=== design 1 ===
design_1/congestion_map.png
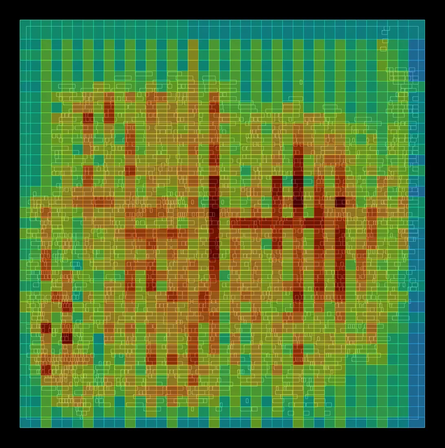

<file path="config.mk">
export PLATFORM = sky130hd
export DESIGN_NAME = pe_feeder
export DESIGN_NICKNAME = d
export VERILOG_FILES = /design/src/rtl/pe_pkg.sv /design/src/rtl/pe_win_addr_gen.sv /design/src/rtl/pe_feeder.sv
export SDC_FILE = /design/constraint.sdc
export NUM_CORES = 1
export LEC_CHECK = 0
export CORE_AREA = 4 4 262 264
export DETAILED_ROUTE_END_ITERATION = 8
export DIE_AREA = 0 0 266 268
export PLACE_DENSITY = 0.6
export RECOVER_POWER = 100
export SLEW_MARGIN = 15
export SYNTH_ARGS = -nofsm -noshare
export SYNTH_HDL_FRONTEND = slang
export SYNTH_HIERARCHICAL = 1
export SYNTH_SLANG_ARGS = --single-unit
</file>
<file path="constraint.sdc">
create_clock -name clk -period 4.43 [get_ports clk]
set_clock_uncertainty 0.1 [all_clocks]
set_input_delay 0.886 -clock clk [delete_from_list [all_inputs] [get_ports clk]]
set_output_delay 0.886 -clock clk [all_outputs]
set_load 0.02 [all_outputs]
</file>
<file path="src/rtl/pe_pkg.sv">
// Shared types, default geometry and width helpers for the PE feeder.
package pe_pkg;

    typedef enum logic [1:0] {IDLE, RUN, DRAIN, DONE} fsm_state_t;

    localparam int KNL_SIZE    = 5;
    localparam int IMG_WIDTH   = 32;
    localparam int IMG_HEIGHT  = 32;
    localparam int TAPS        = KNL_SIZE * KNL_SIZE;
    localparam int WIN_COLS    = IMG_WIDTH - KNL_SIZE + 1;
    localparam int WIN_ROWS    = IMG_HEIGHT - KNL_SIZE + 1;
    localparam int NUM_WINDOWS = WIN_COLS * WIN_ROWS;

    // A counter spanning 0..range-1 never gets narrower than one bit.
    function automatic int cnt_width(input int range);
        return (range <= 2) ? 1 : $clog2(range);
    endfunction

    function automatic int tap_width(input int k);
        return cnt_width(k * k);
    endfunction

endpackage

</file>
<file path="src/rtl/pe_win_addr_gen.sv">
// Raster walk over every KxK window; produces the SRAM address and tap bookkeeping
// incrementally, so no multiplier is needed.
module pe_win_addr_gen import pe_pkg::*; #(
    parameter int knl_size   = KNL_SIZE,
    parameter int img_width  = IMG_WIDTH,
    parameter int img_height = IMG_HEIGHT,
    parameter int addr_width = 10
) (
    input  logic                            clk,
    input  logic                            rst,
    input  logic                            adv,
    output logic [addr_width-1:0]           addr,
    output logic [tap_width(knl_size)-1:0]  tap,
    output logic                            first,
    output logic                            last,
    output logic                            end_img
);

    localparam int KW = cnt_width(knl_size);
    localparam int RW = cnt_width(img_height - knl_size + 1);
    localparam int CW = cnt_width(img_width - knl_size + 1);

    localparam logic [KW-1:0]         K_MAX    = KW'(knl_size - 1);
    localparam logic [RW-1:0]         R_MAX    = RW'(img_height - knl_size);
    localparam logic [CW-1:0]         C_MAX    = CW'(img_width - knl_size);
    localparam logic [addr_width-1:0] ROW_SKIP = addr_width'(img_width - knl_size + 1);
    localparam logic [addr_width-1:0] ROW_ADV  = addr_width'(knl_size);

    logic [KW-1:0]         kx;
    logic [KW-1:0]         ky;
    logic [RW-1:0]         r;
    logic [CW-1:0]         c;
    logic [addr_width-1:0] base;
    logic                  kx_end;
    logic                  ky_end;
    logic                  c_end;
    logic                  r_end;

    assign kx_end  = (kx == K_MAX);
    assign ky_end  = (ky == K_MAX);
    assign c_end   = (c == C_MAX);
    assign r_end   = (r == R_MAX);
    assign first   = (tap == '0);
    assign last    = kx_end && ky_end;
    assign end_img = last && c_end && r_end;

    // base tracks the top-left pixel of the window; at the end of a window row
    // it jumps by K, landing on column 0 of the next row. The final wrap leaves
    // every counter at zero, ready for the next run.
    always_ff @(posedge clk) begin
        if (rst) begin
            kx   <= '0;
            ky   <= '0;
            r    <= '0;
            c    <= '0;
            tap  <= '0;
            base <= '0;
            addr <= '0;
        end else if (adv) begin
            if (kx_end && ky_end) begin
                kx  <= '0;
                ky  <= '0;
                tap <= '0;
                if (!c_end) begin
                    c    <= c + 1'b1;
                    base <= base + 1'b1;
                    addr <= base + 1'b1;
                end else if (!r_end) begin
                    c    <= '0;
                    r    <= r + 1'b1;
                    base <= base + ROW_ADV;
                    addr <= base + ROW_ADV;
                end else begin
                    c    <= '0;
                    r    <= '0;
                    base <= '0;
                    addr <= '0;
                end
            end else if (kx_end) begin
                kx   <= '0;
                ky   <= ky + 1'b1;
                tap  <= tap + 1'b1;
                addr <= addr + ROW_SKIP;
            end else begin
                kx   <= kx + 1'b1;
                tap  <= tap + 1'b1;
                addr <= addr + 1'b1;
            end
        end
    end

endmodule

</file>
<file path="src/rtl/pe_feeder.sv">
// Streams (pixel, weight) pairs for every KxK window of an SRAM-resident image
// to the PE, K*K taps per window with no gaps.
module pe_feeder import pe_pkg::*; #(
    parameter int knl_size     = KNL_SIZE,
    parameter int data_width   = 16,
    parameter int weight_width = 16,
    parameter int img_width    = IMG_WIDTH,
    parameter int img_height   = IMG_HEIGHT,
    parameter int addr_width   = 10
) (
    input  logic                    clk,
    input  logic                    rst,
    input  logic                    start,
    output logic                    busy,
    output logic                    done,
    input  logic                    w_wr_en,
    input  logic [4:0]              w_wr_addr,
    input  logic [weight_width-1:0] w_wr_dat,
    output logic                    mem_rd_en,
    output logic [addr_width-1:0]   mem_rd_addr,
    input  logic [data_width-1:0]   mem_rd_dat,
    output logic [data_width-1:0]   picDat,
    output logic [weight_width-1:0] weightDat,
    output logic                    pic_vld,
    output logic                    win_first,
    output logic                    win_last
);

    localparam int         TAPS_N    = knl_size * knl_size;
    localparam int         TW        = tap_width(knl_size);
    localparam logic [4:0] TAP_LIMIT = 5'(TAPS_N);

    fsm_state_t              state;
    logic                    run;
    logic [addr_width-1:0]   gen_addr;
    logic [TW-1:0]           gen_tap;
    logic                    gen_first;
    logic                    gen_last;
    logic                    gen_end;
    logic                    vld1;
    logic                    first1;
    logic                    last1;
    logic [TW-1:0]           tap1;
    logic [weight_width-1:0] weights [TAPS_N];

    assign run         = (state == RUN);
    assign mem_rd_en   = run;
    assign mem_rd_addr = gen_addr;

    pe_win_addr_gen #(
        .knl_size   (knl_size),
        .img_width  (img_width),
        .img_height (img_height),
        .addr_width (addr_width)
    ) u_addr_gen (
        .clk     (clk),
        .rst     (rst),
        .adv     (run),
        .addr    (gen_addr),
        .tap     (gen_tap),
        .first   (gen_first),
        .last    (gen_last),
        .end_img (gen_end)
    );

    // Weights only change while idle, so the whole run sees one coefficient set.
    always_ff @(posedge clk) begin
        if (rst) begin
            for (int i = 0; i < TAPS_N; i++) begin
                weights[i] <= '0;
            end
        end else if (w_wr_en && !busy && (w_wr_addr < TAP_LIMIT)) begin
            weights[w_wr_addr] <= w_wr_dat;
        end
    end

    // Stage 1 rides alongside the SRAM access; stage 2 lands data and weight together.
    always_ff @(posedge clk) begin
        if (rst) begin
            vld1      <= 1'b0;
            first1    <= 1'b0;
            last1     <= 1'b0;
            tap1      <= '0;
            pic_vld   <= 1'b0;
            win_first <= 1'b0;
            win_last  <= 1'b0;
            picDat    <= '0;
            weightDat <= '0;
        end else begin
            vld1      <= run;
            first1    <= run && gen_first;
            last1     <= run && gen_last;
            tap1      <= run ? gen_tap : '0;
            pic_vld   <= vld1;
            win_first <= first1;
            win_last  <= last1;
            picDat    <= vld1 ? mem_rd_dat : '0;
            weightDat <= vld1 ? weights[tap1] : '0;
        end
    end

    // DRAIN waits until the final tap has left stage 1, so done follows the last pic_vld.
    always_ff @(posedge clk) begin
        if (rst) begin
            state <= IDLE;
            busy  <= 1'b0;
            done  <= 1'b0;
        end else begin
            case (state)
                IDLE: begin
                    done <= 1'b0;
                    if (start) begin
                        state <= RUN;
                        busy  <= 1'b1;
                    end
                end
                RUN: begin
                    if (gen_end) begin
                        state <= DRAIN;
                    end
                end
                DRAIN: begin
                    if (!vld1) begin
                        state <= DONE;
                        busy  <= 1'b0;
                        done  <= 1'b1;
                    end
                end
                DONE: begin
                    state <= IDLE;
                    done  <= 1'b0;
                end
                default: begin
                    state <= IDLE;
                    busy  <= 1'b0;
                    done  <= 1'b0;
                end
            endcase
        end
    end

endmodule

</file>
=== design 2 ===
[config.mk]
export PLATFORM = sky130hd
export DESIGN_NAME = move_collector
export DESIGN_NICKNAME = d
export VERILOG_FILES = /design/src/rtl/chess_pkg.sv /design/src/rtl/move_fifo.sv /design/src/rtl/move_collector.sv
export SDC_FILE = /design/constraint.sdc
export NUM_CORES = 2
export LEC_CHECK = 0
export ABC_AREA = 1
export CAP_MARGIN = 20
export CORE_AREA = 2 2 580 582
export DETAILED_ROUTE_END_ITERATION = 10
export DIE_AREA = 0 0 582 584
export DONT_BUFFER_PORTS = 1
export PLACE_DENSITY = 0.45
export SYNTH_ARGS = -nofsm -noshare
export SYNTH_HDL_FRONTEND = slang
export SYNTH_SLANG_ARGS = --single-unit
[constraint.sdc]
create_clock -name clk -period 21.7 [get_ports clk]
set_input_delay 5.425 -clock clk [delete_from_list [all_inputs] [get_ports clk]]
set_output_delay 5.425 -clock clk [all_outputs]
set_load 0.02 [all_outputs]
[src/rtl/chess_pkg.sv]
// Shared constants for the move-generation datapath: collector FSM states and
// the piece/colour encodings used by the column units.
package chess_pkg;

    typedef enum logic [1:0] {
        IDLE    = 2'd0,
        COLLECT = 2'd1,
        DRAIN   = 2'd2,
        FINISH  = 2'd3
    } mc_state_e;

    localparam logic [2:0] EMPTY  = 3'd0;
    localparam logic [2:0] PAWN   = 3'd1;
    localparam logic [2:0] KNIGHT = 3'd2;
    localparam logic [2:0] BISHOP = 3'd3;
    localparam logic [2:0] ROOK   = 3'd4;
    localparam logic [2:0] QUEEN  = 3'd5;
    localparam logic [2:0] KING   = 3'd6;

    localparam logic WHITE = 1'b0;
    localparam logic BLACK = 1'b1;

endpackage

[src/rtl/move_fifo.sv]
// Output buffer of the move collector: a strict FIFO of DEPTH entries.
// Push and pop may happen in the same cycle even when full; the head entry is
// presented combinationally and reads as zero while the buffer is empty.
module move_fifo #(
    parameter int MW    = 160,
    parameter int DEPTH = 16
) (
    input  logic                     clk,
    input  logic                     rst_n,
    input  logic                     push,
    input  logic [MW-1:0]            push_data,
    input  logic                     pop,
    output logic [MW-1:0]            pop_data,
    output logic                     full,
    output logic                     empty,
    output logic [$clog2(DEPTH):0]   count
);
    localparam int AW = $clog2(DEPTH);
    localparam logic [AW:0] FULL_CNT = (AW+1)'(DEPTH);

    logic [MW-1:0] mem_q [DEPTH];
    logic [AW-1:0] wr_ptr_q, wr_ptr_d;
    logic [AW-1:0] rd_ptr_q, rd_ptr_d;
    logic [AW:0]   count_q, count_d;
    logic          push_ok_s, pop_ok_s;

    // Accept handshakes and compute pointer / occupancy updates.
    always_comb begin
        pop_ok_s  = pop && (count_q != (AW+1)'(0));
        push_ok_s = push && ((count_q != FULL_CNT) || pop_ok_s);
        wr_ptr_d  = push_ok_s ? (wr_ptr_q + AW'(1)) : wr_ptr_q;
        rd_ptr_d  = pop_ok_s ? (rd_ptr_q + AW'(1)) : rd_ptr_q;
        case ({push_ok_s, pop_ok_s})
            2'b10:   count_d = count_q + (AW+1)'(1);
            2'b01:   count_d = count_q - (AW+1)'(1);
            default: count_d = count_q;
        endcase
    end

    // Pointer and occupancy registers; reset empties the buffer.
    always_ff @(posedge clk or negedge rst_n) begin
        if (!rst_n) begin
            wr_ptr_q <= '0;
            rd_ptr_q <= '0;
            count_q  <= '0;
        end else begin
            wr_ptr_q <= wr_ptr_d;
            rd_ptr_q <= rd_ptr_d;
            count_q  <= count_d;
        end
    end

    // Storage array; contents are don't-care until written.
    always_ff @(posedge clk) begin
        if (push_ok_s) begin
            mem_q[wr_ptr_q] <= push_data;
        end
    end

    assign empty    = (count_q == (AW+1)'(0));
    assign full     = (count_q == FULL_CNT);
    assign count    = count_q;
    assign pop_data = empty ? '0 : mem_q[rd_ptr_q];

endmodule

[src/rtl/move_collector.sv]
// Merges the move FIFOs of NCOL column units into one output stream.
// A round-robin arbiter reads at most one column per cycle; the read data is
// captured the following cycle and pushed into move_fifo. A column just read is
// skipped for one cycle because its empty flag lags the read by a cycle.
module move_collector
    import chess_pkg::*;
#(
    parameter int NCOL  = 8,
    parameter int MW    = 160,
    parameter int DEPTH = 16,
    parameter int CW    = 10
) (
    input  logic                 clk,
    input  logic                 reset,
    input  logic                 start,
    output logic                 busy,
    input  logic [NCOL-1:0]      col_done,
    input  logic [NCOL-1:0]      col_empty,
    input  logic [NCOL*MW-1:0]   col_data,
    output logic [NCOL-1:0]      col_rden,
    output logic [MW-1:0]        out_data,
    output logic                 out_valid,
    input  logic                 out_ready,
    output logic [CW-1:0]        move_count,
    output logic                 done,
    output logic                 overflow
);
    localparam int IW = (NCOL > 1) ? $clog2(NCOL) : 1;
    localparam int AW = $clog2(DEPTH);
    localparam logic [CW-1:0] CNT_MAX = {CW{1'b1}};

    mc_state_e       state_q, state_d;
    logic [IW-1:0]   rr_ptr_q, rr_ptr_d;
    logic [IW-1:0]   last_idx_q, last_idx_d;
    logic            inflight_q, inflight_d;
    logic [CW-1:0]   move_count_q, move_count_d;
    logic            overflow_q, overflow_d;
    logic            busy_q, busy_d;
    logic            done_q, done_d;

    logic [NCOL-1:0] excl_s, elig_s, col_rden_s;
    logic            gnt_valid_s;
    logic [IW-1:0]   gnt_idx_s;
    logic            space_ok_s;
    logic            round_done_s;
    int              cand_s;

    logic            fifo_push_s, fifo_pop_s, fifo_full_s, fifo_empty_s;
    logic [AW:0]     fifo_count_s;
    logic [MW-1:0]   fifo_rdata_s, cap_data_s;

    // Round-robin arbiter: first eligible column at or after rr_ptr_q.
    always_comb begin
        excl_s = '0;
        if (inflight_q) begin
            excl_s[last_idx_q] = 1'b1;
        end else begin
            excl_s = '0;
        end
        elig_s      = ~col_empty & ~excl_s;
        space_ok_s  = ((32'(fifo_count_s) + 32'(inflight_q)) < 32'(DEPTH)) && !fifo_full_s;
        gnt_valid_s = 1'b0;
        gnt_idx_s   = '0;
        cand_s      = 0;
        if ((state_q == COLLECT) && space_ok_s) begin
            for (int k = 0; k < NCOL; k++) begin
                cand_s = int'(rr_ptr_q) + k;
                if (cand_s >= NCOL) begin
                    cand_s = cand_s - NCOL;
                end else begin
                    cand_s = cand_s;
                end
                if (!gnt_valid_s && elig_s[cand_s]) begin
                    gnt_valid_s = 1'b1;
                    gnt_idx_s   = IW'(cand_s);
                end else begin
                    gnt_valid_s = gnt_valid_s;
                end
            end
        end else begin
            gnt_valid_s = 1'b0;
        end
    end

    assign round_done_s = (&col_done) && (&col_empty) && !inflight_q;

    // FSM next-state logic.
    always_comb begin
        state_d = state_q;
        case (state_q)
            IDLE:    state_d = start ? COLLECT : IDLE;
            COLLECT: state_d = round_done_s ? DRAIN : COLLECT;
            DRAIN:   state_d = fifo_empty_s ? FINISH : DRAIN;
            FINISH:  state_d = IDLE;
            default: state_d = IDLE;
        endcase
    end

    // FSM outputs: read strobe for the granted column, next busy/done flags.
    always_comb begin
        col_rden_s = '0;
        if (gnt_valid_s) begin
            col_rden_s[gnt_idx_s] = 1'b1;
        end else begin
            col_rden_s = '0;
        end
        busy_d = (state_d != IDLE);
        done_d = (state_d == FINISH);
    end

    // Arbiter bookkeeping and the saturating move counter.
    always_comb begin
        inflight_d = gnt_valid_s;
        if (gnt_valid_s) begin
            last_idx_d = gnt_idx_s;
            rr_ptr_d   = (gnt_idx_s == IW'(NCOL-1)) ? '0 : (gnt_idx_s + IW'(1));
        end else begin
            last_idx_d = last_idx_q;
            rr_ptr_d   = rr_ptr_q;
        end
        move_count_d = move_count_q;
        overflow_d   = overflow_q;
        if ((state_q == IDLE) && start) begin
            move_count_d = '0;
            overflow_d   = 1'b0;
        end else if (fifo_push_s) begin
            if (move_count_q == CNT_MAX) begin
                overflow_d = 1'b1;
            end else begin
                move_count_d = move_count_q + CW'(1);
            end
        end else begin
            move_count_d = move_count_q;
        end
    end

    // State, arbiter and counter registers.
    always_ff @(posedge clk or negedge reset) begin
        if (!reset) begin
            state_q      <= IDLE;
            rr_ptr_q     <= '0;
            last_idx_q   <= '0;
            inflight_q   <= 1'b0;
            move_count_q <= '0;
            overflow_q   <= 1'b0;
            busy_q       <= 1'b0;
            done_q       <= 1'b0;
        end else begin
            state_q      <= state_d;
            rr_ptr_q     <= rr_ptr_d;
            last_idx_q   <= last_idx_d;
            inflight_q   <= inflight_d;
            move_count_q <= move_count_d;
            overflow_q   <= overflow_d;
            busy_q       <= busy_d;
            done_q       <= done_d;
        end
    end

    assign cap_data_s  = col_data[int'(last_idx_q)*MW +: MW];
    assign fifo_push_s = inflight_q;
    assign fifo_pop_s  = !fifo_empty_s && out_ready;

    move_fifo #(
        .MW    (MW),
        .DEPTH (DEPTH)
    ) u_fifo (
        .clk       (clk),
        .rst_n     (reset),
        .push      (fifo_push_s),
        .push_data (cap_data_s),
        .pop       (fifo_pop_s),
        .pop_data  (fifo_rdata_s),
        .full      (fifo_full_s),
        .empty     (fifo_empty_s),
        .count     (fifo_count_s)
    );

    assign col_rden   = col_rden_s;
    assign out_valid  = !fifo_empty_s;
    assign out_data   = fifo_rdata_s;
    assign busy       = busy_q;
    assign done       = done_q;
    assign move_count = move_count_q;
    assign overflow   = overflow_q;

endmodule


==> gallery <==
Signal wires on met3.
picture 1
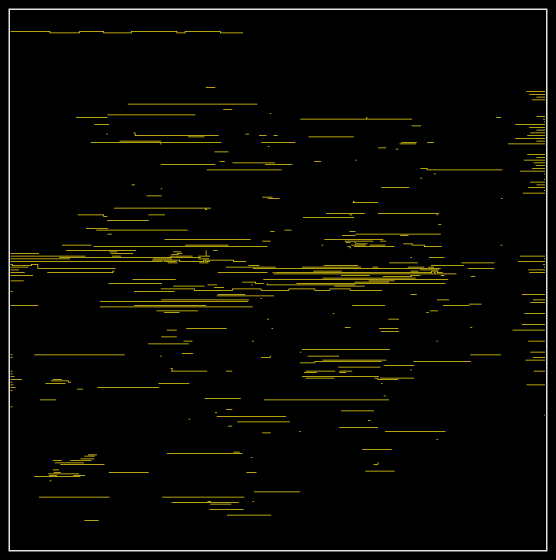
picture 2
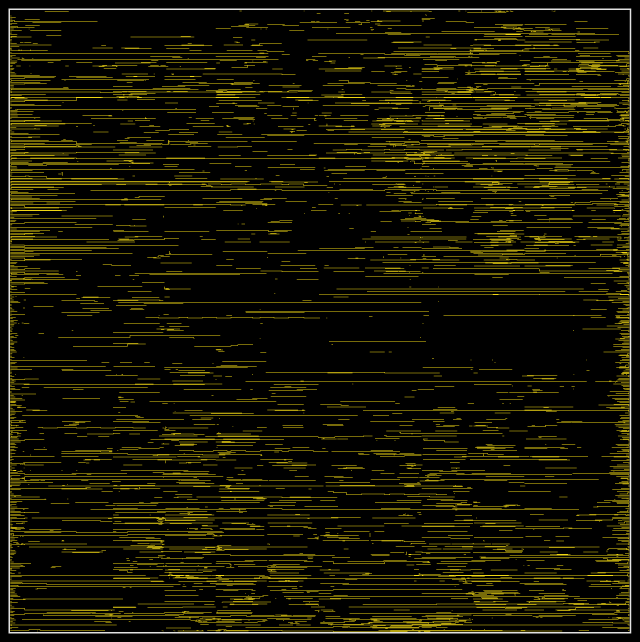
| picture | from |
|---|---|
| picture 1 | design 1 |
| picture 2 | design 2 |

Key to picture 2:
longest straight run: 373 µm
nets with wire on the layer: 1789
wire length on this layer: 70.9 mm

design_1/m2.png
The bar under the picture is 100 µm long.
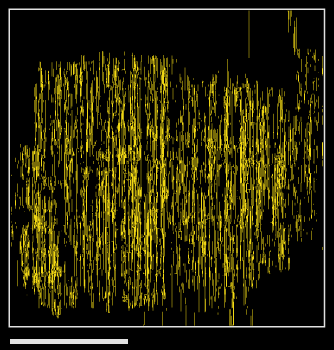
wire length on this layer: 28.9 mm
share of all routed wire: 45%
longest straight run: 78.7 µm
main direction: vertical

About design_1/congestion_map.png:
met3 Resource Use GR: 4.24%
Total GRT Usage: 17.8%
GR Util met2: 27.5%

==> results.json, design 1 <==
{
  "status": "finished with violations",
  "violations": "capacitance limit, slew limit",
  "bufAreaShareNonClock_pct": 3.49,
  "ys_types": 74,
  "cts_tree": "built",
  "rrSetupSlack_ns": 0.89,
  "top_cell_area_share_pct": 58.3,
  "ys_chip_area_mm2": 0.0264,
  "maxSlewViolCount": 565,
  "area_delta_synth_final_pct": 14.7,
  "drc": 0,
  "clk_pin_slew_worst_paths_ns": 0.06,
  "regArea_mm2": 0.0171,
  "met1_usage_pct": 25.2,
  "fp_util_pct": 39.6,
  "grt_pass1_vias": 15200,
  "via_per_inst": 5.25,
  "mostFrequentLayoutCells": "edfxtp_1, and2_0, and2_1",
  "die_h_um": 268,
  "period_minus_slack_ns": 3.59,
  "top_layer": "met5",
  "crit_family": "simple AND/OR/NAND/NOR gates",
  "path_cells": "dlygate4sd3_1 > nor2b_1 > nand4_1 > nor2_1 > clkbuf_1 > or2_0",
  "antenna_found_initial": 9,
  "drive_above_1_share_pct": 12.1,
  "cts_setup_buffers": 0,
  "comb_power_share_pct": 8.2,
  "reg2reg_to": "weightDat[15]",
  "nClkBuffers": 84,
  "design_area_mm2": 0.0303,
  "hold_buffers": 0,
  "r2r_cells": 4,
  "top_power_group": "registers",
  "critical_path_cell_count": 6,
  "cts_sinks": 600,
  "hpwlAfterDp_um": 41000,
  "drv_cap": 17,
  "fillCellCount": 5862,
  "crit_path_end_kind": "flop",
  "crit_arrival_ns": 3.72,
  "hp-start": "first1",
  "setup-violations-final": 0,
  "synth_stat.cells": 1752,
  "cp-start-kind": "input port"
}
[design 1: kinds of logic after synthesis]
group                    synth area share, %
AND/OR/NAND/NOR                         14.4
flip-flops                              64.9
multiplexers                            12.3
AND-OR/OR-AND                           4.17
buffers and inverters                   2.83
adder cells (fa/ha/maj)                0.811
XOR/XNOR                               0.465
other                                 0.0142
[design 1: cells in the mapped netlist (all sizes together), types with 18 or more instances]
cell type	instances
buf	43
nor2	62
a31oi	21
clkbuf	75
and2	427
inv	18
nand3	19
edfxtp	512
dfxtp	88
nand2	50
or2	27
a22oi	18
mux4	112
a21oi	24
o21ai	29
mux2i	69
design_2/ff_map.png
The bar under the picture is 200 µm long.
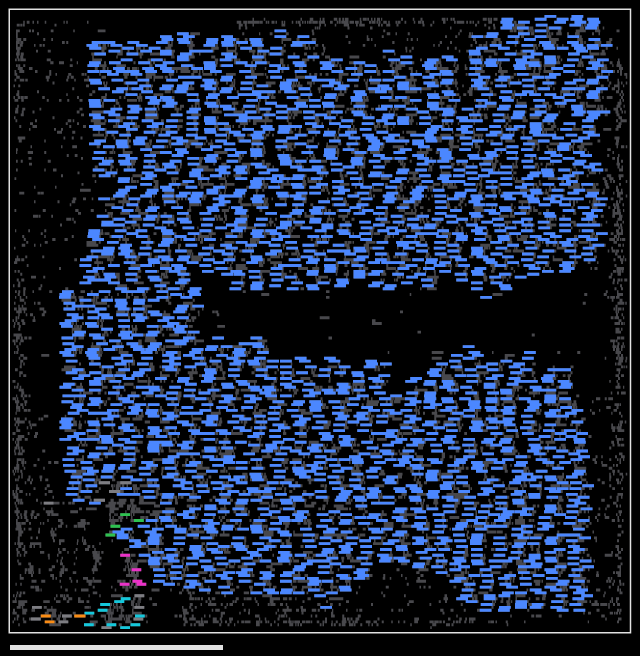
legend:
  orange:
    signal: last_idx_q
    placed_flops: 3
  cyan:
    signal: move_count
    placed_flops: 10
    where: lower left
  magenta:
    signal: u_fifo.count
    placed_flops: 5
    where: lower left
  green:
    signal: u_fifo.wr_ptr_q
    placed_flops: 4
    where: lower left
  blue:
    signal: u_fifo.mem_q
    placed_flops: 2560
    where: spread over the die
not coloured: 13

==> results.json, design 2 <==
{
  "status": "complete, no violations",
  "grt_pass1_vias": 76400,
  "avgSynthCellArea_um2": 12.2,
  "whs_ns": 0.531,
  "cp-start-kind": "flop",
  "swShare_pct": 46.2,
  "fp_util_pct": 33.0,
  "via_per_inst": 6.17,
  "placed_area_mm2": 0.116,
  "worstPathBufferInverterCount": 6,
  "hp-class": "reg -> reg",
  "layout.area.comb_mm2": 0.0291,
  "synth_stat.cells": 9005,
  "p_clk_mw": 5.01,
  "pre_cts_slack_ns": 8.87,
  "reg2reg_to": "u_fifo.mem_q[15][90]",
  "top_area_cell": "edfxtp_1",
  "synth-edff-count": 2560,
  "pwr-share-seq_pct": 33.0,
  "fillCellCount": 32000,
  "synth.cellmix.compoundShare_pct": 17.7,
  "nets": 10300,
  "largest_reg_flops": 2560,
  "clkLatencyLatePin_ns": 0.93,
  "warning_count": 128,
  "antenna_found_initial": 290,
  "p_switching_mw": 10.8,
  "dieArea_mm2": 0.340,
  "cts-resized-gates": 0,
  "power_density_mw_per_mm2": 185,
  "ios": 1482,
  "crit_family": "buffers and inverters",
  "area_delta_synth_final_pct": 15.1,
  "top_layer": "met5",
  "gp_congestion": 1.12,
  "rsz0062_at_grt": "false"
}
-- design 2: worst register-to-register path: stages, from the launching register on --
cell and delay (ns):
dfrtp_4 0.64, buf_12 0.28, inv_8 0.55, nand2_1 0.41
inv_8 0.29, buf_4 0.55, buf_4 0.63, buf_4 0.74
nand2_1 0.70, o21ai_0 0.26, a21oi_1 0.06, o221ai_1 0.14
buf_4 0.33
-- design 2: cell type report --
cell class              instances  area share (%)
multi-input cells            5594            23.0
well taps                    4387            4.35
flip-flops and latches       2595            61.6
clock buffers                 383            6.30
inverters                      70           0.261
diodes                        146           0.289
clock inverters               141            1.23
repair buffers                432            2.97

Power and IR drop assume default switching activity.
